# note_sequencer

Fig. 1: note_sequencer, ports around the boundary
Pins as bars across the die edge, other pins in grey.
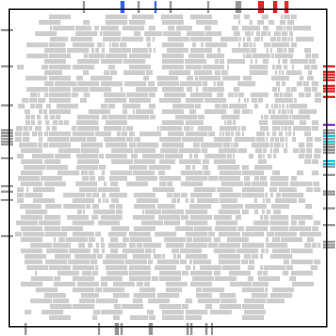

==> config.mk <==
export PLATFORM = sky130hd
export DESIGN_NAME = note_sequencer
export DESIGN_NICKNAME = d
export VERILOG_FILES = /design/src/rtl/note_sequencer.sv
export SDC_FILE = /design/constraint.sdc
export NUM_CORES = 1
export LEC_CHECK = 0
export CORE_MARGIN = 2
export CORE_UTILIZATION = 60
export DETAILED_ROUTE_END_ITERATION = 10
export PLACE_DENSITY_LB_ADDON = 0.08
export SLEW_MARGIN = 20
export SYNTH_ARGS = -nofsm -noshare
export SYNTH_HDL_FRONTEND = slang
export SYNTH_SLANG_ARGS = --single-unit
==> constraint.sdc <==
create_clock -name clk -period 6.4 [get_ports clk]
set_clock_uncertainty 0.05 [all_clocks]
set_input_delay 1.28 -clock clk [delete_from_list [all_inputs] [get_ports clk]]
set_output_delay 1.28 -clock clk [all_outputs]
set_load 0.01 [all_outputs]
==> src/rtl/note_sequencer.sv <==
// Step sequencer: walks a small pattern RAM at a programmable tempo and
// drives frequency / note length / envelope select plus a note-on pulse
// into the PWM audio voice.
//
// state | meaning
// ------+-----------------------------------------------------------
// IDLE  | not playing; io_frequency silent, other outputs hold
// FETCH | one cycle: latch RAM[step_idx] onto outputs, clear counters
// PLAY  | count (len+1)*(tempo_div+1) cycles, trigger on first cycle
module note_sequencer #(
  parameter int STEPS  = 16,
  parameter int FREQ_W = 12,
  parameter int DIV_W  = 16,
  localparam int AW    = $clog2(STEPS)
) (
  input  logic              clk,
  input  logic              reset,
  input  logic              wr_en,
  input  logic [AW-1:0]     wr_addr,
  input  logic [FREQ_W+5:0] wr_data,
  input  logic [AW-1:0]     seq_last,
  input  logic [DIV_W-1:0]  tempo_div,
  input  logic              loop,
  input  logic              start,
  input  logic              stop,
  output logic [FREQ_W-1:0] io_frequency,
  output logic [2:0]        io_note_length,
  output logic [2:0]        io_adsr_choice,
  output logic              io_trigger,
  output logic              busy,
  output logic [AW-1:0]     step_idx
);

  typedef enum logic [1:0] {IDLE, FETCH, PLAY} state_t;

  localparam logic [AW-1:0] LAST_IDX = AW'(STEPS - 1);

  state_t             state;
  logic [DIV_W-1:0]   beat_cnt;
  logic [2:0]         len_cnt;
  logic [FREQ_W+5:0]  ram [STEPS];
  logic [FREQ_W+5:0]  rd_word;
  logic [FREQ_W-1:0]  rd_freq;
  logic               beat_wrap;
  logic               note_done;
  logic               last_step;

  // Pattern RAM write port; not reset so a pattern survives a reset pulse.
  always_ff @(posedge clk) begin
    if (wr_en) ram[wr_addr] <= wr_data;
  end

  // Read is combinational off the registered index, so a same-edge write
  // to the fetched address is seen only on the following fetch.
  assign rd_word   = ram[step_idx];
  assign rd_freq   = rd_word[FREQ_W+5:6];
  assign beat_wrap = (beat_cnt == tempo_div);
  assign note_done = beat_wrap && (len_cnt == io_note_length);
  // seq_last may be moved below the current step; then run to the top and wrap.
  assign last_step = (step_idx == seq_last) || (step_idx == LAST_IDX);

  // Sequencer FSM with registered outputs and beat/length counters.
  always_ff @(posedge clk or negedge reset) begin
    if (!reset) begin
      state          <= IDLE;
      beat_cnt       <= '0;
      len_cnt        <= '0;
      io_frequency   <= '0;
      io_note_length <= '0;
      io_adsr_choice <= '0;
      io_trigger     <= 1'b0;
      busy           <= 1'b0;
      step_idx       <= '0;
    end else begin
      io_trigger <= 1'b0;
      if (stop) begin
        state        <= IDLE;
        busy         <= 1'b0;
        io_frequency <= '0;
        step_idx     <= '0;
      end else begin
        case (state)
          IDLE: begin
            if (start) begin
              state    <= FETCH;
              busy     <= 1'b1;
              step_idx <= '0;
            end
          end
          FETCH: begin
            io_frequency   <= rd_freq;
            io_note_length <= rd_word[5:3];
            io_adsr_choice <= rd_word[2:0];
            io_trigger     <= (rd_freq != '0);
            beat_cnt       <= '0;
            len_cnt        <= '0;
            state          <= PLAY;
          end
          PLAY: begin
            if (beat_wrap) begin
              beat_cnt <= '0;
              if (note_done) begin
                if (!last_step) begin
                  step_idx <= step_idx + AW'(1);
                  state    <= FETCH;
                end else if (loop) begin
                  step_idx <= '0;
                  state    <= FETCH;
                end else begin
                  state        <= IDLE;
                  busy         <= 1'b0;
                  io_frequency <= '0;
                end
              end else begin
                len_cnt <= len_cnt + 3'd1;
              end
            end else begin
              beat_cnt <= beat_cnt + DIV_W'(1);
            end
          end
          default: state <= IDLE;
        endcase
      end
    end
  end

endmodule
# pe_node_engine

--- src/rtl/pe_node_engine.sv ---
// pe_node_engine: spiking-neuron processing element on a NoC.
// Collects a 3x3 filter (three row packets) and a 9-bit spike map, runs a
// 9-cycle multiply-accumulate, integrates the result into a persistent
// membrane potential, fires against THRESHOLD and sends the result to memory.
// Ports:
//   clk, reset               - rising-edge clock, async active-high reset
//   in_packet/in_valid/in_ready    - incoming NoC packet handshake
//   out_packet/out_valid/out_ready - result packet handshake toward memory
//   potential_q              - stored membrane potential
//   busy                     - high whenever not collecting
//   err_dest                 - one-cycle pulse after a misaddressed packet
module pe_node_engine #(
    parameter logic [3:0] MY_ADDR   = 4'b0101,
    parameter logic [3:0] MEM_ADDR  = 4'b1101,
    parameter logic [7:0] THRESHOLD = 8'd64
) (
    input  logic        clk,
    input  logic        reset,
    input  logic [32:0] in_packet,
    input  logic        in_valid,
    output logic        in_ready,
    output logic [32:0] out_packet,
    output logic        out_valid,
    input  logic        out_ready,
    output logic [7:0]  potential_q,
    output logic        busy,
    output logic        err_dest
);
    localparam int unsigned ACC_W    = 12;
    localparam int unsigned SUM_W    = 13;
    localparam int unsigned NUM_TAPS = 9;

    typedef enum logic [1:0] {
        COLLECT = 2'd0,
        MAC     = 2'd1,
        UPDATE  = 2'd2,
        SEND    = 2'd3
    } state_t;

    state_t           state;
    state_t           state_nxt;

    logic [7:0]       weight [NUM_TAPS];
    logic [8:0]       spikes;
    logic [1:0]       row_cnt;
    logic [1:0]       filt_cnt;
    logic [1:0]       filt_cnt_nxt;
    logic             ifm_ok;
    logic             ifm_ok_nxt;
    logic [3:0]       mac_idx;
    logic [ACC_W-1:0] acc;

    logic             accept_c;
    logic             dest_ok_c;
    logic             filt_wr_c;
    logic             ifm_wr_c;
    logic [SUM_W-1:0] sum_c;
    logic [7:0]       sat_c;
    logic             fire_c;
    logic [7:0]       pot_new_c;

    // Packet decode for the current accept
    assign accept_c  = in_valid && in_ready;
    assign dest_ok_c = (in_packet[31:28] == MY_ADDR);
    assign filt_wr_c = accept_c && dest_ok_c && !in_packet[32];
    assign ifm_wr_c  = accept_c && dest_ok_c &&  in_packet[32];

    // Counter/flag values as they will stand at the end of this cycle
    assign filt_cnt_nxt = (filt_wr_c && filt_cnt != 2'd3) ? filt_cnt + 2'd1 : filt_cnt;
    assign ifm_ok_nxt   = ifm_ok || ifm_wr_c;

    // Integrate-and-fire arithmetic used in UPDATE
    assign sum_c     = SUM_W'(potential_q) + SUM_W'(acc);
    assign sat_c     = (sum_c > SUM_W'(255)) ? 8'hFF : sum_c[7:0];
    assign fire_c    = (sat_c >= THRESHOLD);
    assign pot_new_c = fire_c ? (sat_c - THRESHOLD) : sat_c;

    // State register
    always_ff @(posedge clk or posedge reset) begin
        if (reset) begin
            state <= COLLECT;
        end else begin
            state <= state_nxt;
        end
    end

    // Next-state logic
    always_comb begin
        state_nxt = state;
        case (state)
            COLLECT: begin
                if ((filt_wr_c || ifm_wr_c) && filt_cnt_nxt == 2'd3 && ifm_ok_nxt) begin
                    state_nxt = MAC;
                end
            end
            MAC: begin
                if (mac_idx == 4'd8) begin
                    state_nxt = UPDATE;
                end
            end
            UPDATE: begin
                state_nxt = SEND;
            end
            SEND: begin
                if (out_ready) begin
                    state_nxt = COLLECT;
                end
            end
            default: begin
                state_nxt = COLLECT;
            end
        endcase
    end

    // Registered handshake/status outputs follow the next state
    always_ff @(posedge clk or posedge reset) begin
        if (reset) begin
            in_ready  <= 1'b1;
            busy      <= 1'b0;
            out_valid <= 1'b0;
            err_dest  <= 1'b0;
        end else begin
            in_ready  <= (state_nxt == COLLECT);
            busy      <= (state_nxt != COLLECT);
            out_valid <= (state_nxt == SEND);
            err_dest  <= accept_c && !dest_ok_c;
        end
    end

    // Filter/spike storage and collection bookkeeping
    always_ff @(posedge clk or posedge reset) begin
        if (reset) begin
            for (int i = 0; i < int'(NUM_TAPS); i++) begin
                weight[i] <= 8'd0;
            end
            spikes   <= 9'd0;
            row_cnt  <= 2'd0;
            filt_cnt <= 2'd0;
            ifm_ok   <= 1'b0;
        end else if (state == UPDATE) begin
            row_cnt  <= 2'd0;
            filt_cnt <= 2'd0;
            ifm_ok   <= 1'b0;
        end else begin
            if (filt_wr_c) begin
                case (row_cnt)
                    2'd0:    {weight[2], weight[1], weight[0]} <= in_packet[23:0];
                    2'd1:    {weight[5], weight[4], weight[3]} <= in_packet[23:0];
                    2'd2:    {weight[8], weight[7], weight[6]} <= in_packet[23:0];
                    default: ;
                endcase
                row_cnt <= (row_cnt == 2'd2) ? 2'd0 : row_cnt + 2'd1;
            end
            if (ifm_wr_c) begin
                spikes <= in_packet[8:0];
            end
            filt_cnt <= filt_cnt_nxt;
            ifm_ok   <= ifm_ok_nxt;
        end
    end

    // Row-major MAC walk over the 9 taps; index doubles as weight/spike index
    always_ff @(posedge clk or posedge reset) begin
        if (reset) begin
            mac_idx <= 4'd0;
            acc     <= '0;
        end else if (state == MAC) begin
            mac_idx <= mac_idx + 4'd1;
            if (spikes[mac_idx]) begin
                acc <= acc + ACC_W'(weight[mac_idx]);
            end
        end else begin
            mac_idx <= 4'd0;
            if (state == UPDATE) begin
                acc <= '0;
            end
        end
    end

    // Potential update and result packet; packet holds through SEND
    always_ff @(posedge clk or posedge reset) begin
        if (reset) begin
            potential_q <= 8'd0;
            out_packet  <= 33'd0;
        end else if (state == UPDATE) begin
            potential_q <= pot_new_c;
            out_packet  <= {1'b0, MEM_ADDR, MY_ADDR, 15'b0, fire_c, pot_new_c};
        end
    end

endmodule

--- config.mk ---
export PLATFORM = sky130hd
export DESIGN_NAME = pe_node_engine
export DESIGN_NICKNAME = d
export VERILOG_FILES = /design/src/rtl/pe_node_engine.sv
export SDC_FILE = /design/constraint.sdc
export NUM_CORES = 1
export LEC_CHECK = 0
export CAP_MARGIN = 20
export CORE_MARGIN = 10
export CORE_UTILIZATION = 55
export DETAILED_ROUTE_END_ITERATION = 12
export PLACE_DENSITY = 0.86
export SETUP_SLACK_MARGIN = 0.2
export SYNTH_ARGS = -nofsm -noshare
export SYNTH_HDL_FRONTEND = slang
export SYNTH_SLANG_ARGS = --single-unit
--- constraint.sdc ---
create_clock -name clk -period 4.7 [get_ports clk]
set_input_delay 0.94 -clock clk [delete_from_list [all_inputs] [get_ports clk]]
set_output_delay 0.94 -clock clk [all_outputs]
set_load 0.05 [all_outputs]
Fig. 2: pe_node_engine, clock network drawn from the DEF
The bar under the picture is 50 µm long.
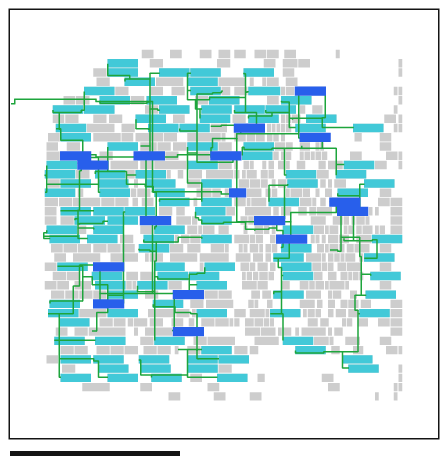
[clock-net drivers] blue | count: 17
[flip-flops] cyan | count: 118
[clock wires] green | length: 1490 µm
routed clock nets: 18
clock skew: 0.00921 ns
power share of the clock group: 28.6%
Clock net power: 1.21 mW
insertion delay at the late pin of the worst-skew pair: 0.51 ns

==> flow_metrics.tcl, pe_node_engine <==
# collected from the flow reports
set metrics [dict create \
    finalWirelength_mm 13.2 \
    fp.dieH_um 126 \
    period_minus_slack_ns 3.59 \
    final-comb-area_um2 2920 \
    start_kind "flop" \
    reg2reg_slack_ns 1.11 \
    min_from "out_packet[8]" \
    cts_setup_buffers 0 \
    cp.arrival_ns 4.02 \
    synth_async_sr_flop_share_pct 100 \
    num_rows 38 \
    hold_class "reg -> reg" \
    crit_path_cell_trace "mux4_2 -> mux2i_1 -> o21ai_0 -> ha_1 -> fa_1 -> a21o_1 -> a21oi_1 -> o21ai_0 -> nor4_1 -> nor4_4 -> nand3_1 -> mux2i_1" \
    numCtsBuffers 17 \
    fin_tns_setup_ns 0 \
    whs_path_depth 2 \
    grt_pass1_vias 4478 \
    io_pins 82 \
    status "finished, final reports clean" \
    flops 118 \
    ys_seq_share_pct 47.9 \
]
Fig. 3: note_sequencer, clock network drawn from the DEF
The bar under the picture is 50 µm long.
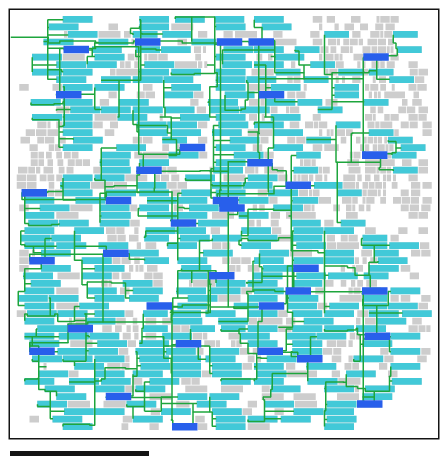
[clock-net drivers] blue | count: 34
[clock wires] green | length: 3440 µm
[flip-flops] cyan | count: 333
routed clock nets: 35
insertion delay at the late pin of the worst-skew pair: 0.50 ns
Clock net power: 2.02 mW
power share of the clock group: 40.8%

Notes on Fig. 1 above:
| port | colour | pins | direction | edge |
|---|---|---|---|---|
| `stop` | purple | 1 | input | right |
| `io_adsr_choice` | blue | 3 | output | top |
| `step_idx` | cyan | 4 | output | right |
| `tempo_div` | red | 16 | input | 9 right, 7 top |
all pins by edge: 30 right, 17 top, 14 left, 11 bottom

==> flow_metrics.tcl, note_sequencer <==
# collected from the flow reports
set metrics [dict create \
    grt_use_met1_pct 35.3 \
    clk_pin_slew_worst_paths_ns 0.06 \
    reg_top3 "ram (288), beat_cnt (16), io_frequency (12)" \
    wl_met1_mm 12.6 \
    pwr-share-comb_pct 8.6 \
    hold_slack_ns 0.435 \
    post-route-drc-count 0 \
    fp.dieH_um 154 \
    fin_tns_setup_ns 0 \
    fin_crit_sh_pct 55.3 \
    synth_warnings 0 \
    synthMuxAreaShare_pct 12.7 \
    pwr-share-seq_pct 50.6 \
    cp.required_ns 6.72 \
    min_from "io_adsr_choice[1]" \
    first_pass_iters 5 \
    total_power_mw 4.95 \
    clk_share_pct 7.39 \
    r2r_start "step_idx[2]" \
    crit_fanout 12 \
    critical_path_class "in -> reg" \
    die_w_um 154 \
    placeableCoreArea_um2 22400 \
    status "finished, final reports clean" \
    cts_tree "built" \
    netlist_area_um2 13600 \
    gr-max-usage-layer "met2" \
    hold_class "reg -> reg" \
    n_fill_cell 1392 \
]

# fetch_unit

Fig. 4: fetch_unit, clock nets
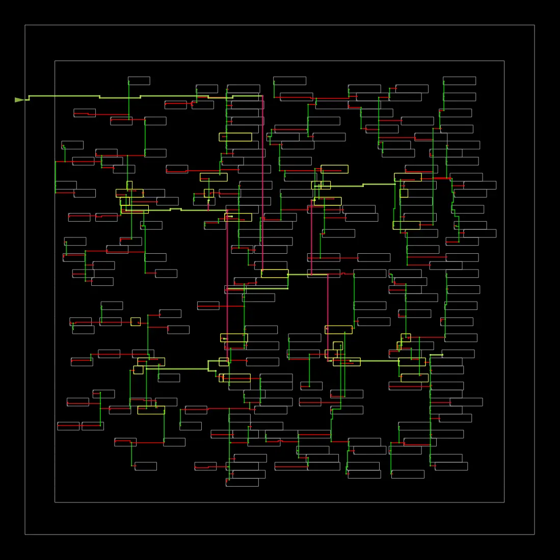

==> config.mk <==
export PLATFORM = sky130hd
export DESIGN_NAME = fetch_unit
export DESIGN_NICKNAME = d
export VERILOG_FILES = /design/src/rtl/fetch_unit.sv
export SDC_FILE = /design/constraint.sdc
export NUM_CORES = 1
export LEC_CHECK = 0
export CORE_MARGIN = 10
export CORE_UTILIZATION = 35
export DETAILED_ROUTE_END_ITERATION = 8
export HOLD_SLACK_MARGIN = 0.05
export SYNTH_ARGS = -nofsm -noshare
export SYNTH_HDL_FRONTEND = slang
export SYNTH_SLANG_ARGS = --single-unit
==> constraint.sdc <==
create_clock -name i_clk -period 15.93 [get_ports i_clk]
set_input_delay 3.186 -clock i_clk [delete_from_list [all_inputs] [get_ports i_clk]]
set_output_delay 3.186 -clock i_clk [all_outputs]
set_load 0.01 [all_outputs]
==> src/rtl/fetch_unit.sv <==
// Instruction fetch stage: owns the PC, captures combinational ROM data into a small
// queue, hands {pc, instr} to decode over valid/ready and traps misaligned redirects.
module fetch_unit #(
    parameter logic [31:0] RESET_PC    = 32'h0000_0000,
    parameter int          QUEUE_DEPTH = 2
) (
    input  logic        i_clk,
    input  logic        i_rst,
    output logic [31:0] o_rom_addr,
    input  logic [31:0] i_rom_data,
    input  logic        i_redirect_valid,
    input  logic [31:0] i_redirect_pc,
    output logic        o_if_valid,
    output logic [31:0] o_if_instr,
    output logic [31:0] o_if_pc,
    input  logic        i_if_ready,
    output logic        o_fault,
    output logic [31:0] o_fault_pc
);

    localparam int               PTR_W     = $clog2(QUEUE_DEPTH);
    localparam int               CNT_W     = PTR_W + 1;
    localparam logic [CNT_W-1:0] DEPTH_CNT = CNT_W'(QUEUE_DEPTH);

    typedef enum logic {
        ST_RUN,
        ST_FAULT
    } state_t;

    state_t            r_state;
    state_t            w_state_next;
    logic [31:0]       r_pc;
    logic [31:0]       w_pc_next;
    logic [CNT_W-1:0]  r_count;
    logic [CNT_W-1:0]  w_count_next;
    logic [PTR_W-1:0]  r_wr_ptr;
    logic [PTR_W-1:0]  w_wr_ptr_next;
    logic [PTR_W-1:0]  r_rd_ptr;
    logic [PTR_W-1:0]  w_rd_ptr_next;
    logic [31:0]       r_fault_pc;
    logic [31:0]       r_q_pc    [QUEUE_DEPTH];
    logic [31:0]       r_q_instr [QUEUE_DEPTH];

    logic              w_valid;
    logic              w_enq;
    logic              w_deq;
    logic              w_flush;
    logic              w_fault_load;

    assign w_valid = (r_count != '0) && (r_state == ST_RUN);

    always_ff @(posedge i_clk) begin
        if (i_rst) begin
            r_state    <= ST_RUN;
            r_pc       <= RESET_PC;
            r_count    <= '0;
            r_wr_ptr   <= '0;
            r_rd_ptr   <= '0;
            r_fault_pc <= '0;
        end else begin
            r_state  <= w_state_next;
            r_pc     <= w_pc_next;
            r_count  <= w_count_next;
            r_wr_ptr <= w_wr_ptr_next;
            r_rd_ptr <= w_rd_ptr_next;
            if (w_fault_load) begin
                r_fault_pc <= i_redirect_pc;
            end
        end
    end

    // Redirect beats enqueue; a full queue may still take a new word when the head leaves.
    always_comb begin
        w_state_next = r_state;
        w_pc_next    = r_pc;
        w_flush      = 1'b0;
        w_enq        = 1'b0;
        w_deq        = 1'b0;
        w_fault_load = 1'b0;
        case (r_state)
            ST_RUN: begin
                if (i_redirect_valid) begin
                    w_flush = 1'b1;
                    if (i_redirect_pc[1:0] == 2'b00) begin
                        w_pc_next = i_redirect_pc;
                    end else begin
                        w_state_next = ST_FAULT;
                        w_fault_load = 1'b1;
                    end
                end else begin
                    w_deq = w_valid && i_if_ready;
                    w_enq = (r_count < DEPTH_CNT) || w_deq;
                    if (w_enq) begin
                        w_pc_next = r_pc + 32'd4;
                    end
                end
            end
            ST_FAULT: begin
                w_flush = 1'b1;
            end
            default: begin
                w_state_next = ST_RUN;
            end
        endcase
    end

    always_comb begin
        w_count_next  = r_count;
        w_wr_ptr_next = r_wr_ptr;
        w_rd_ptr_next = r_rd_ptr;
        if (w_flush) begin
            w_count_next  = '0;
            w_wr_ptr_next = '0;
            w_rd_ptr_next = '0;
        end else begin
            if (w_enq) begin
                w_wr_ptr_next = r_wr_ptr + 1'b1;
            end
            if (w_deq) begin
                w_rd_ptr_next = r_rd_ptr + 1'b1;
            end
            if (w_enq && !w_deq) begin
                w_count_next = r_count + 1'b1;
            end else if (!w_enq && w_deq) begin
                w_count_next = r_count - 1'b1;
            end
        end
    end

    // Storage is deliberately left out of reset; only count and pointers qualify it.
    always_ff @(posedge i_clk) begin
        if (w_enq) begin
            r_q_pc[r_wr_ptr]    <= r_pc;
            r_q_instr[r_wr_ptr] <= i_rom_data;
        end
    end

    assign o_rom_addr = r_pc;
    assign o_if_valid = w_valid;
    assign o_if_instr = w_valid ? r_q_instr[r_rd_ptr] : '0;
    assign o_if_pc    = w_valid ? r_q_pc[r_rd_ptr] : '0;
    assign o_fault    = (r_state == ST_FAULT);
    assign o_fault_pc = r_fault_pc;

endmodule

# split_arbiter

`config.mk`:
```
export PLATFORM = sky130hd
export DESIGN_NAME = split_arbiter
export DESIGN_NICKNAME = d
export VERILOG_FILES = /design/src/rtl/split_arbiter_pkg.sv /design/src/rtl/arb_timeout_counter.sv /design/src/rtl/split_arbiter.sv
export SDC_FILE = /design/constraint.sdc
export NUM_CORES = 1
export LEC_CHECK = 0
export CORE_MARGIN = 2
export CORE_UTILIZATION = 40
export DETAILED_ROUTE_END_ITERATION = 10
export PLACE_DENSITY = 0.71
export SETUP_SLACK_MARGIN = 0.5
export SLEW_MARGIN = 20
export SYNTH_ARGS = -nofsm -noshare
export SYNTH_HDL_FRONTEND = slang
export SYNTH_SLANG_ARGS = --single-unit
```
`constraint.sdc`:
```
create_clock -name clk -period 2.2 [get_ports clk]
set_input_delay 0.22 -clock clk [delete_from_list [all_inputs] [get_ports clk]]
set_output_delay 0.22 -clock clk [all_outputs]
set_load 0.03 [all_outputs]
```
`src/rtl/split_arbiter_pkg.sv`:
```
// Shared definitions for the split-aware two-master arbiter: FSM states,
// master ids, slave id constants and default sizing.
package split_arbiter_pkg;

    typedef enum logic [1:0] {
        ST_IDLE,
        ST_GRANT,
        ST_SPLIT_WAIT,
        ST_SPLIT_GRANT
    } arb_state_e;

    localparam logic M1 = 1'b0;
    localparam logic M2 = 1'b1;

    localparam int SLAVE_LEN_DEF   = 2;
    localparam int NUM_SLAVES_DEF  = 3;
    localparam int TIMEOUT_MAX_DEF = 100;

    localparam logic [SLAVE_LEN_DEF-1:0] S_NONE = 2'd0;
    localparam logic [SLAVE_LEN_DEF-1:0] S1     = 2'd1;
    localparam logic [SLAVE_LEN_DEF-1:0] S2     = 2'd2;
    localparam logic [SLAVE_LEN_DEF-1:0] S3     = 2'd3;

endpackage

```
`src/rtl/arb_timeout_counter.sv`:
```
// Counts cycles a grant has been held; expired flags the last permitted cycle.
module arb_timeout_counter #(
    parameter int TIMEOUT_MAX = 100
) (
    input  logic clk,
    input  logic rst,
    input  logic clear,
    input  logic enable,
    output logic expired
);

    localparam int CW = (TIMEOUT_MAX > 2) ? $clog2(TIMEOUT_MAX) : 1;
    localparam logic [CW-1:0] LAST = CW'(TIMEOUT_MAX - 1);

    logic [CW-1:0] cnt_q;
    logic [CW-1:0] cnt_d;

    always_comb begin
        cnt_d = cnt_q;
        if (clear) begin
            cnt_d = '0;
        end else if (enable && (cnt_q != LAST)) begin
            cnt_d = cnt_q + 1'b1;
        end
    end

    always_ff @(posedge clk) begin
        if (!rst) begin
            cnt_q <= '0;
        end else begin
            cnt_q <= cnt_d;
        end
    end

    // Must not depend on clear: clear is derived from the FSM's next grant.
    assign expired = enable && (cnt_q == LAST);

endmodule

```
`src/rtl/split_arbiter.sv`:
```
// Split-aware two-master bus arbiter: round-robin grant, park-and-lend on
// slave split, resume of the parked master, and grant timeout.
module split_arbiter
    import split_arbiter_pkg::*;
#(
    parameter int SLAVE_LEN   = SLAVE_LEN_DEF,
    parameter int NUM_SLAVES  = NUM_SLAVES_DEF,
    parameter int TIMEOUT_MAX = TIMEOUT_MAX_DEF
) (
    input  logic                  clk,
    input  logic                  rst,
    input  logic                  m1_request,
    input  logic                  m2_request,
    input  logic [SLAVE_LEN-1:0]  m1_slave_id,
    input  logic [SLAVE_LEN-1:0]  m2_slave_id,
    input  logic                  trans_done,
    input  logic [NUM_SLAVES-1:0] s_split_en,
    output logic                  m1_grant,
    output logic                  m2_grant,
    output logic                  arbiter_busy,
    output logic                  bus_busy,
    output logic [SLAVE_LEN-1:0]  slave_sel,
    output logic                  master_sel,
    output logic [1:0]            split_parked,
    output logic                  timeout
);

    arb_state_e           state_q, state_d;
    logic                 owner_q, owner_d;
    logic                 rr_q, rr_d;
    logic [1:0]           parked_q, parked_d;
    logic [SLAVE_LEN-1:0] saved_id_q, saved_id_d;
    logic                 resume_pend_q, resume_pend_d;
    logic [1:0]           grant_q, grant_d;
    logic [SLAVE_LEN-1:0] slave_sel_q, slave_sel_d;
    logic                 master_sel_q;
    logic                 busy_q;
    logic                 bus_busy_q;
    logic                 timeout_q, timeout_d;

    logic [1:0]           req;
    logic [SLAVE_LEN-1:0] ids [2];
    logic [1:0]           valid;
    logic                 win, other, park_m, pend_now;
    logic                 tmo_clear, tmo_enable, tmo_expired;

    function automatic logic id_ok(input logic [SLAVE_LEN-1:0] id);
        return (id != '0) && (int'(id) <= NUM_SLAVES);
    endfunction

    function automatic logic split_of(input logic [SLAVE_LEN-1:0] id,
                                      input logic [NUM_SLAVES-1:0] en);
        logic s;
        s = 1'b0;
        for (int i = 0; i < NUM_SLAVES; i++) begin
            if (int'(id) == i + 1) s = en[i];
        end
        return s;
    endfunction

    function automatic logic [1:0] onehot(input logic m);
        return m ? 2'b10 : 2'b01;
    endfunction

    assign req    = {m2_request, m1_request};
    assign ids[0] = m1_slave_id;
    assign ids[1] = m2_slave_id;

    // A slave held by a parked master cannot be claimed by anyone else.
    always_comb begin
        valid = 2'b00;
        for (int m = 0; m < 2; m++) begin
            valid[m] = req[m] && id_ok(ids[m]) &&
                       !((parked_q != 2'b00) && (ids[m] == saved_id_q));
        end
    end

    always_comb begin
        state_d       = state_q;
        owner_d       = owner_q;
        rr_d          = rr_q;
        parked_d      = parked_q;
        saved_id_d    = saved_id_q;
        resume_pend_d = resume_pend_q;
        grant_d       = grant_q;
        slave_sel_d   = slave_sel_q;
        timeout_d     = 1'b0;
        win           = 1'b0;
        other         = ~owner_q;
        park_m        = parked_q[1];
        pend_now      = resume_pend_q || !split_of(saved_id_q, s_split_en);

        case (state_q)
            ST_IDLE: begin
                if (valid != 2'b00) begin
                    win         = (valid == 2'b11) ? ~rr_q : valid[1];
                    owner_d     = win;
                    grant_d     = onehot(win);
                    slave_sel_d = ids[win];
                    state_d     = ST_GRANT;
                end
            end

            ST_GRANT: begin
                if (trans_done || !req[owner_q]) begin
                    if (trans_done) rr_d = owner_q;
                    grant_d     = 2'b00;
                    slave_sel_d = '0;
                    state_d     = ST_IDLE;
                end else if (split_of(slave_sel_q, s_split_en)) begin
                    parked_d      = onehot(owner_q);
                    saved_id_d    = slave_sel_q;
                    resume_pend_d = 1'b0;
                    if (valid[other] && (ids[other] != slave_sel_q)) begin
                        owner_d     = other;
                        grant_d     = onehot(other);
                        slave_sel_d = ids[other];
                        state_d     = ST_SPLIT_GRANT;
                    end else begin
                        grant_d     = 2'b00;
                        slave_sel_d = '0;
                        state_d     = ST_SPLIT_WAIT;
                    end
                end else if (tmo_expired) begin
                    timeout_d   = 1'b1;
                    rr_d        = owner_q;
                    grant_d     = 2'b00;
                    slave_sel_d = '0;
                    state_d     = ST_IDLE;
                end
            end

            ST_SPLIT_WAIT: begin
                // Release of the split slave outranks a borrower request.
                if (!split_of(saved_id_q, s_split_en)) begin
                    owner_d       = park_m;
                    grant_d       = onehot(park_m);
                    slave_sel_d   = saved_id_q;
                    parked_d      = 2'b00;
                    saved_id_d    = '0;
                    resume_pend_d = 1'b0;
                    state_d       = ST_GRANT;
                end else if (valid[~park_m]) begin
                    owner_d     = ~park_m;
                    grant_d     = onehot(~park_m);
                    slave_sel_d = ids[~park_m];
                    state_d     = ST_SPLIT_GRANT;
                end
            end

            ST_SPLIT_GRANT: begin
                resume_pend_d = pend_now;
                if (trans_done || !req[owner_q] || tmo_expired) begin
                    timeout_d = !trans_done && req[owner_q];
                    if (trans_done || req[owner_q]) rr_d = owner_q;
                    resume_pend_d = 1'b0;
                    if (pend_now) begin
                        owner_d     = park_m;
                        grant_d     = onehot(park_m);
                        slave_sel_d = saved_id_q;
                        parked_d    = 2'b00;
                        saved_id_d  = '0;
                        state_d     = ST_GRANT;
                    end else begin
                        grant_d     = 2'b00;
                        slave_sel_d = '0;
                        state_d     = ST_SPLIT_WAIT;
                    end
                end
            end

            default: begin
                grant_d     = 2'b00;
                slave_sel_d = '0;
                state_d     = ST_IDLE;
            end
        endcase
    end

    assign tmo_clear  = (grant_d != grant_q);
    assign tmo_enable = (grant_q != 2'b00);

    arb_timeout_counter #(
        .TIMEOUT_MAX(TIMEOUT_MAX)
    ) u_timeout (
        .clk    (clk),
        .rst    (rst),
        .clear  (tmo_clear),
        .enable (tmo_enable),
        .expired(tmo_expired)
    );

    always_ff @(posedge clk) begin
        if (!rst) begin
            state_q       <= ST_IDLE;
            owner_q       <= M1;
            rr_q          <= M2;
            parked_q      <= 2'b00;
            saved_id_q    <= '0;
            resume_pend_q <= 1'b0;
            grant_q       <= 2'b00;
            slave_sel_q   <= '0;
            master_sel_q  <= 1'b0;
            busy_q        <= 1'b0;
            bus_busy_q    <= 1'b0;
            timeout_q     <= 1'b0;
        end else begin
            state_q       <= state_d;
            owner_q       <= owner_d;
            rr_q          <= rr_d;
            parked_q      <= parked_d;
            saved_id_q    <= saved_id_d;
            resume_pend_q <= resume_pend_d;
            grant_q       <= grant_d;
            slave_sel_q   <= slave_sel_d;
            master_sel_q  <= grant_d[1];
            busy_q        <= (state_d != ST_IDLE);
            bus_busy_q    <= (grant_d != 2'b00);
            timeout_q     <= timeout_d;
        end
    end

    assign m1_grant     = grant_q[0];
    assign m2_grant     = grant_q[1];
    assign arbiter_busy = busy_q;
    assign bus_busy     = bus_busy_q;
    assign slave_sel    = slave_sel_q;
    assign master_sel   = master_sel_q;
    assign split_parked = parked_q;
    assign timeout      = timeout_q;

endmodule

```
# uart_rx

### src/rtl/uart_pkg.sv
// -----------------------------------------------------------------------------
// uart_pkg
// Definitions shared by the UART receiver and transmitter: data width, idle
// line level, receiver state encoding and the parity helper.
//
// Optional feature macro: UART_RX_PARITY_EN
//   Defined   -> receiver state set includes RX_PARITY (3-bit encoding).
//   Undefined -> 2-bit encoding, no parity state.
// -----------------------------------------------------------------------------
package uart_pkg;

   localparam int   UART_DATA_BITS  = 8;
   localparam logic UART_IDLE_LEVEL = 1'b1;

`ifdef UART_RX_PARITY_EN
   typedef enum logic [2:0] {
      RX_IDLE   = 3'd0,
      RX_START  = 3'd1,
      RX_DATA   = 3'd2,
      RX_PARITY = 3'd3,
      RX_STOP   = 3'd4
   } uart_rx_state_t;
`else
   typedef enum logic [1:0] {
      RX_IDLE  = 2'd0,
      RX_START = 2'd1,
      RX_DATA  = 2'd2,
      RX_STOP  = 2'd3
   } uart_rx_state_t;
`endif

   // Even parity: the parity bit that makes the total count of ones even.
   function automatic logic uart_even_parity(input logic [UART_DATA_BITS-1:0] i_data);
      return ^i_data;
   endfunction

endpackage

### src/rtl/uart_sync.sv
// -----------------------------------------------------------------------------
// uart_sync
// N-flop synchroniser for an asynchronous single-bit input. All flops reset
// to RESET_VAL so the synchronised output starts at a known level.
//
// Parameters:
//   N         number of flops (>= 2)
//   RESET_VAL value loaded into every flop on reset
// Ports:
//   clk   input  1  destination clock
//   rst   input  1  asynchronous, active-high reset
//   i_d   input  1  asynchronous input
//   o_q   output 1  synchronised output
// -----------------------------------------------------------------------------
module uart_sync #(
   parameter int   N         = 2,
   parameter logic RESET_VAL = 1'b1
) (
   input  logic clk,
   input  logic rst,
   input  logic i_d,
   output logic o_q
);

   if (N < 2) begin : g_bad_depth
      $fatal(1, "uart_sync: N must be at least 2");
   end

   logic [N-1:0] r_sync;

   // Shift the asynchronous input through the flop chain.
   always_ff @(posedge clk or posedge rst) begin
      if (rst) begin
         r_sync <= {N{RESET_VAL}};
      end else begin
         r_sync <= {r_sync[N-2:0], i_d};
      end
   end

   assign o_q = r_sync[N-1];

endmodule

### src/rtl/uart_rx.sv
// -----------------------------------------------------------------------------
// uart_rx
// UART receiver, 8 data bits, 1 stop bit, LSB first, idle-high line.
// The rx pin is synchronised, a falling edge starts a frame, and every bit is
// sampled at its middle. A good stop bit updates rx_byte with a one-cycle
// rx_valid pulse; a low stop bit gives a one-cycle frame_err pulse instead.
// After a frame error the receiver only re-arms once the line is seen high,
// so a held-low (break) line does not produce a stream of errors.
//
// Optional feature macro: UART_RX_PARITY_EN
//   Defined   -> an even-parity bit follows the data bits; a mismatch gives a
//                parity_err pulse alongside rx_valid.
//   Undefined -> no parity bit; parity_err is constant 0.
//
// Parameters:
//   CLK_PER_BAUD  clk cycles per bit period (>= 4)
// Ports:
//   clk         input  1  system clock
//   rst         input  1  asynchronous, active-high reset
//   rx          input  1  serial line (asynchronous, idle high)
//   rx_byte     output 8  last correctly framed byte
//   rx_valid    output 1  one-cycle pulse, rx_byte updated in the same cycle
//   frame_err   output 1  one-cycle pulse when the stop bit samples 0
//   parity_err  output 1  one-cycle parity mismatch pulse
//   busy        output 1  high whenever a frame is being received
// -----------------------------------------------------------------------------
module uart_rx
   import uart_pkg::*;
#(
   parameter int CLK_PER_BAUD = 16
) (
   input  logic                      clk,
   input  logic                      rst,
   input  logic                      rx,
   output logic [UART_DATA_BITS-1:0] rx_byte,
   output logic                      rx_valid,
   output logic                      frame_err,
   output logic                      parity_err,
   output logic                      busy
);

   if (CLK_PER_BAUD < 4) begin : g_bad_baud
      $fatal(1, "uart_rx: CLK_PER_BAUD must be at least 4");
   end

   localparam int                HALF_BAUD = CLK_PER_BAUD / 2;
   localparam int                CNT_W     = $clog2(CLK_PER_BAUD);
   localparam logic [CNT_W-1:0]  CNT_LAST  = CNT_W'(CLK_PER_BAUD - 1);
   localparam logic [CNT_W-1:0]  HALF_LAST = CNT_W'(HALF_BAUD - 1);
   localparam logic [CNT_W-1:0]  CNT_ONE   = CNT_W'(1);
   localparam logic [2:0]        BIT_LAST  = 3'(UART_DATA_BITS - 1);

   logic                      w_rx_s;

   uart_rx_state_t            r_state;
   uart_rx_state_t            w_state_nxt;
   logic [CNT_W-1:0]          r_clk_cnt;
   logic [CNT_W-1:0]          w_clk_cnt_nxt;
   logic [2:0]                r_bit_cnt;
   logic [2:0]                w_bit_cnt_nxt;
   logic [UART_DATA_BITS-1:0] r_shift;
   logic [UART_DATA_BITS-1:0] w_shift_nxt;
   logic                      r_armed;
   logic                      w_armed_nxt;
   logic [UART_DATA_BITS-1:0] r_rx_byte;
   logic [UART_DATA_BITS-1:0] w_rx_byte_nxt;
   logic                      r_rx_valid;
   logic                      w_rx_valid_nxt;
   logic                      r_frame_err;
   logic                      w_frame_err_nxt;
   logic                      r_busy;
   logic                      w_bit_tick;
`ifdef UART_RX_PARITY_EN
   logic                      r_par_bit;
   logic                      w_par_bit_nxt;
   logic                      r_parity_err;
   logic                      w_parity_err_nxt;
`endif

   uart_sync #(
      .N         (2),
      .RESET_VAL (UART_IDLE_LEVEL)
   ) u_sync (
      .clk (clk),
      .rst (rst),
      .i_d (rx),
      .o_q (w_rx_s)
   );

   assign w_bit_tick = (r_clk_cnt == CNT_LAST);

   // Next-state and datapath decisions for the receive state machine.
   always_comb begin
      w_state_nxt     = r_state;
      w_clk_cnt_nxt   = r_clk_cnt;
      w_bit_cnt_nxt   = r_bit_cnt;
      w_shift_nxt     = r_shift;
      w_armed_nxt     = r_armed;
      w_rx_byte_nxt   = r_rx_byte;
      w_rx_valid_nxt  = 1'b0;
      w_frame_err_nxt = 1'b0;
`ifdef UART_RX_PARITY_EN
      w_par_bit_nxt    = r_par_bit;
      w_parity_err_nxt = 1'b0;
`endif

      case (r_state)
         RX_IDLE: begin
            w_clk_cnt_nxt = '0;
            w_bit_cnt_nxt = 3'd0;
            if (!r_armed) begin
               // Waiting for the line to return high after a frame error.
               if (w_rx_s == 1'b1) begin
                  w_armed_nxt = 1'b1;
               end else begin
                  w_armed_nxt = 1'b0;
               end
            end else if (w_rx_s == 1'b0) begin
               w_state_nxt = RX_START;
            end else begin
               w_state_nxt = RX_IDLE;
            end
         end

         RX_START: begin
            if (r_clk_cnt == HALF_LAST) begin
               w_clk_cnt_nxt = '0;
               // Still low at mid start bit: a real frame; otherwise a glitch.
               if (w_rx_s == 1'b0) begin
                  w_state_nxt = RX_DATA;
               end else begin
                  w_state_nxt = RX_IDLE;
               end
            end else begin
               w_clk_cnt_nxt = r_clk_cnt + CNT_ONE;
            end
         end

         RX_DATA: begin
            if (w_bit_tick) begin
               w_clk_cnt_nxt = '0;
               // LSB arrives first, so shift in from the top.
               w_shift_nxt   = {w_rx_s, r_shift[UART_DATA_BITS-1:1]};
               if (r_bit_cnt == BIT_LAST) begin
                  w_bit_cnt_nxt = 3'd0;
`ifdef UART_RX_PARITY_EN
                  w_state_nxt   = RX_PARITY;
`else
                  w_state_nxt   = RX_STOP;
`endif
               end else begin
                  w_bit_cnt_nxt = r_bit_cnt + 3'd1;
               end
            end else begin
               w_clk_cnt_nxt = r_clk_cnt + CNT_ONE;
            end
         end

`ifdef UART_RX_PARITY_EN
         RX_PARITY: begin
            if (w_bit_tick) begin
               w_clk_cnt_nxt = '0;
               w_par_bit_nxt = w_rx_s;
               w_state_nxt   = RX_STOP;
            end else begin
               w_clk_cnt_nxt = r_clk_cnt + CNT_ONE;
            end
         end
`endif

         RX_STOP: begin
            if (w_bit_tick) begin
               // Return to IDLE at mid stop bit so back-to-back frames work.
               w_clk_cnt_nxt = '0;
               w_state_nxt   = RX_IDLE;
               if (w_rx_s == 1'b1) begin
                  w_rx_byte_nxt  = r_shift;
                  w_rx_valid_nxt = 1'b1;
`ifdef UART_RX_PARITY_EN
                  w_parity_err_nxt = (r_par_bit != uart_even_parity(r_shift));
`endif
               end else begin
                  w_frame_err_nxt = 1'b1;
                  w_armed_nxt     = 1'b0;
               end
            end else begin
               w_clk_cnt_nxt = r_clk_cnt + CNT_ONE;
            end
         end

         default: begin
            w_state_nxt   = RX_IDLE;
            w_clk_cnt_nxt = '0;
            w_bit_cnt_nxt = 3'd0;
         end
      endcase
   end

   // State and datapath registers; outputs are registered here as well.
   always_ff @(posedge clk or posedge rst) begin
      if (rst) begin
         r_state     <= RX_IDLE;
         r_clk_cnt   <= '0;
         r_bit_cnt   <= 3'd0;
         r_shift     <= '0;
         r_armed     <= 1'b1;
         r_rx_byte   <= '0;
         r_rx_valid  <= 1'b0;
         r_frame_err <= 1'b0;
         r_busy      <= 1'b0;
`ifdef UART_RX_PARITY_EN
         r_par_bit    <= 1'b0;
         r_parity_err <= 1'b0;
`endif
      end else begin
         r_state     <= w_state_nxt;
         r_clk_cnt   <= w_clk_cnt_nxt;
         r_bit_cnt   <= w_bit_cnt_nxt;
         r_shift     <= w_shift_nxt;
         r_armed     <= w_armed_nxt;
         r_rx_byte   <= w_rx_byte_nxt;
         r_rx_valid  <= w_rx_valid_nxt;
         r_frame_err <= w_frame_err_nxt;
         r_busy      <= (w_state_nxt != RX_IDLE);
`ifdef UART_RX_PARITY_EN
         r_par_bit    <= w_par_bit_nxt;
         r_parity_err <= w_parity_err_nxt;
`endif
      end
   end

   assign rx_byte   = r_rx_byte;
   assign rx_valid  = r_rx_valid;
   assign frame_err = r_frame_err;
   assign busy      = r_busy;
`ifdef UART_RX_PARITY_EN
   assign parity_err = r_parity_err;
`else
   assign parity_err = 1'b0;
`endif

endmodule
### config.mk
export PLATFORM = sky130hd
export DESIGN_NAME = uart_rx
export DESIGN_NICKNAME = d
export VERILOG_FILES = /design/src/rtl/uart_pkg.sv /design/src/rtl/uart_sync.sv /design/src/rtl/uart_rx.sv
export SDC_FILE = /design/constraint.sdc
export NUM_CORES = 1
export LEC_CHECK = 0
export CORE_MARGIN = 2
export CORE_UTILIZATION = 60
export CTS_BUF_LIST = sky130_fd_sc_hd__clkbuf_4
export DETAILED_ROUTE_END_ITERATION = 10
export HOLD_SLACK_MARGIN = 0.12
export PLACE_DENSITY = 0.95
export SYNTH_ARGS = -nofsm -noshare
export SYNTH_HDL_FRONTEND = slang
export SYNTH_SLANG_ARGS = --single-unit
### constraint.sdc
create_clock -name clk -period 2.86 [get_ports clk]
set_input_delay 0.286 -clock clk [delete_from_list [all_inputs] [get_ports clk]]
set_output_delay 0.286 -clock clk [all_outputs]
set_load 0.02 [all_outputs]
Fig. 5: split_arbiter, where the registers sit
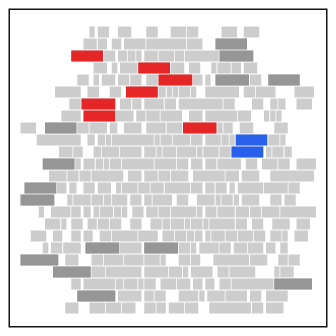
| name in the netlist | colour | placed flops |
|---|---|---|
| `state_q` | blue | 2 |
| `u_timeout.cnt_q` | red | 7 |
not coloured: 14

==> flow_metrics.tcl, split_arbiter <==
# collected from the flow reports
set metrics [dict create \
    status "complete, but fails checks" \
    failed_checks "negative setup slack" \
    io_buffers 21 \
    final-comb-area_um2 1720 \
    regMostFlops "u_timeout.cnt_q" \
    ctsHoldBuffers 0 \
    comb_area_share_pct 54.3 \
    grt_use_met1_pct 34.6 \
    top_cell_area_share_pct 25.2 \
    route.met3.wl_um 692 \
    total_power_mw 1.35 \
    numCtsBuffers 3 \
    report.final.setup_viol 9 \
    final_nets 332 \
    ys_ff 23 \
    first_pass_iters 5 \
    hold_class "reg -> reg" \
    ys.flop_type "dfxtp_1" \
    place_inst 355 \
    io_pins 22 \
    r2r_start "owner_q" \
    insertion_delay_ns 0.27 \
    fp_nets 242 \
    inv_count 8 \
    yosysCellCount 229 \
    finalWirelength_mm 7.49 \
    lay_top_cells "buf_4 (61), nor2_1 (19), nand2_1 (16)" \
    clock_buffers 3 \
    worst_slack_ns -0.0796 \
    crit_path_end "u_timeout.cnt_q[1]" \
]
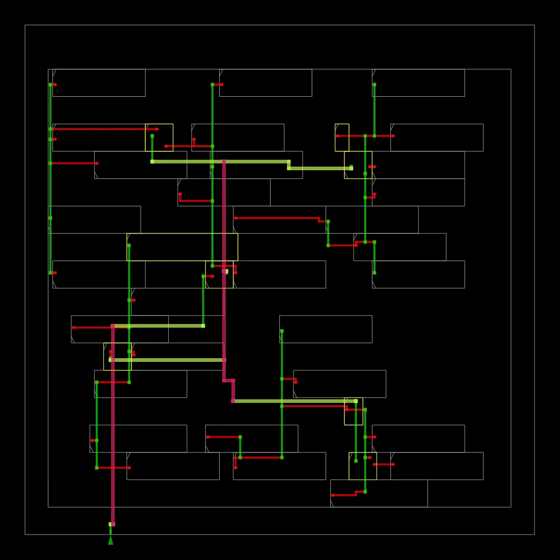
Fig. 6. Clock nets (uart_rx).
insertion delay at the late pin of the worst-skew pair: 0.33 ns
cts bufs inserted: 5
Clock Sinks: 31
clock skew: 0.0105 ns
Seq cells: 31

Fig. 7: uart_rx, clock network drawn from the DEF
The bar under the picture is 20 µm long.
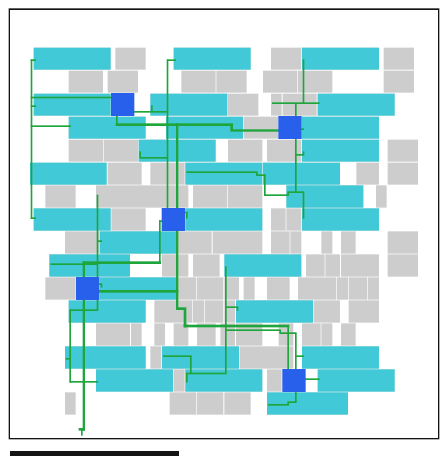
[flip-flops] cyan | count: 31
[clock wires] green | length: 308 µm
[clock-net drivers] blue | count: 5
routed clock nets: 6

==> flow_metrics.tcl, uart_rx <==
# collected from the flow reports
set metrics [dict create \
    largestPowerGroup "sequential cells" \
    synth.distinct_cells 34 \
    status "finished, final reports clean" \
    finalWirelength_mm 2.16 \
    report.final.setup_viol 0 \
    post-route-drc-count 0 \
    use_met2_pct 33.1 \
    gr-max-usage-layer "met2" \
    tap-cell-count 27 \
    syn_to_final_growth_pct 17.3 \
    final_nets 121 \
    final-comb-area_um2 484 \
    io_pins 15 \
    ys_ff 31 \
    total_power_mw 1.17 \
    place_inst 135 \
    crit_fanout 10 \
    gr-usage-all-layers_pct 20.7 \
]
Fig. 8: fetch_unit, ports around the boundary
Pins as bars across the die edge, other pins in grey.
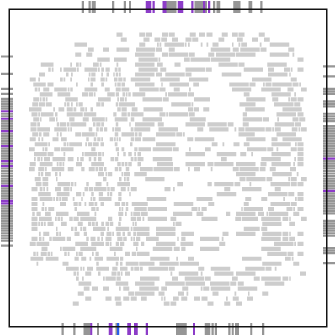
| port | colour | pins | direction | edge |
|---|---|---|---|---|
| `o_rom_addr` | purple | 32 | output | 12 top, 9 bottom, 9 left, 2 right |
| `o_if_valid` | blue | 1 | output | bottom |

About Fig. 4:
# clk buffers: 18
Clock Sinks: 198

==> flow_metrics.tcl, fetch_unit <==
# collected from the flow reports
set metrics [dict create \
    seq-cell-share_pct 47.8 \
    dieArea_um2 29800 \
    status "finished, final reports clean" \
    top_cell_area_share_pct 47.2 \
    inv_count 8 \
    grt_use_met3_pct 5.05 \
    ys.flop_type "edfxtp_1" \
    synthMuxAreaShare_pct 8.72 \
    final-comb-area_um2 2720 \
    min_to "o_fault_pc[25]" \
    largest_area_cell "edfxtp_1" \
    fin_crit_sh_pct 36.8 \
    syn-mean-instance-area_um2 11.4 \
    route.met3.wl_mm 1.66 \
    viasPerCell 4.94 \
    min_from "o_fault_pc[25]" \
    rsz0062_at_grt "no" \
    final_nets 961 \
    tool_warnings 26 \
    cp.arrival_ns 2.68 \
    dp_slack_ns 9.92 \
    fp.dieH_um 173 \
    fp_nets 783 \
    synth.distinct_cells 48 \
    pg_comb_uw 124 \
    die_w_um 173 \
]


==> notes/layouts.md <==
Pictures saved along the way, in no particular order.

Ports around the boundary.
Pins as bars across the die edge, other pins in grey.
(a)
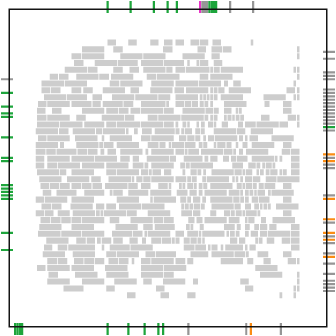
(b)
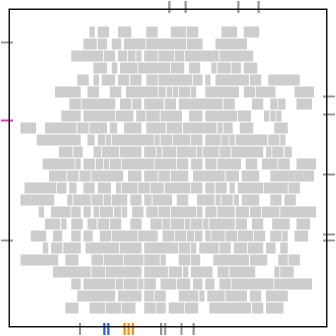
(c)
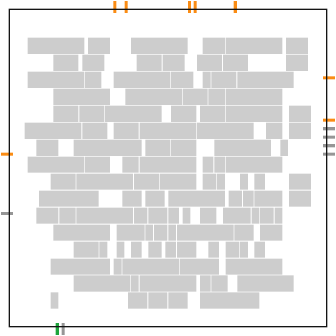
For split_arbiter, see (b).
For pe_node_engine, see (a).
For uart_rx, see (c).

No activity file was given, so power comes from the tool's default toggle rates.
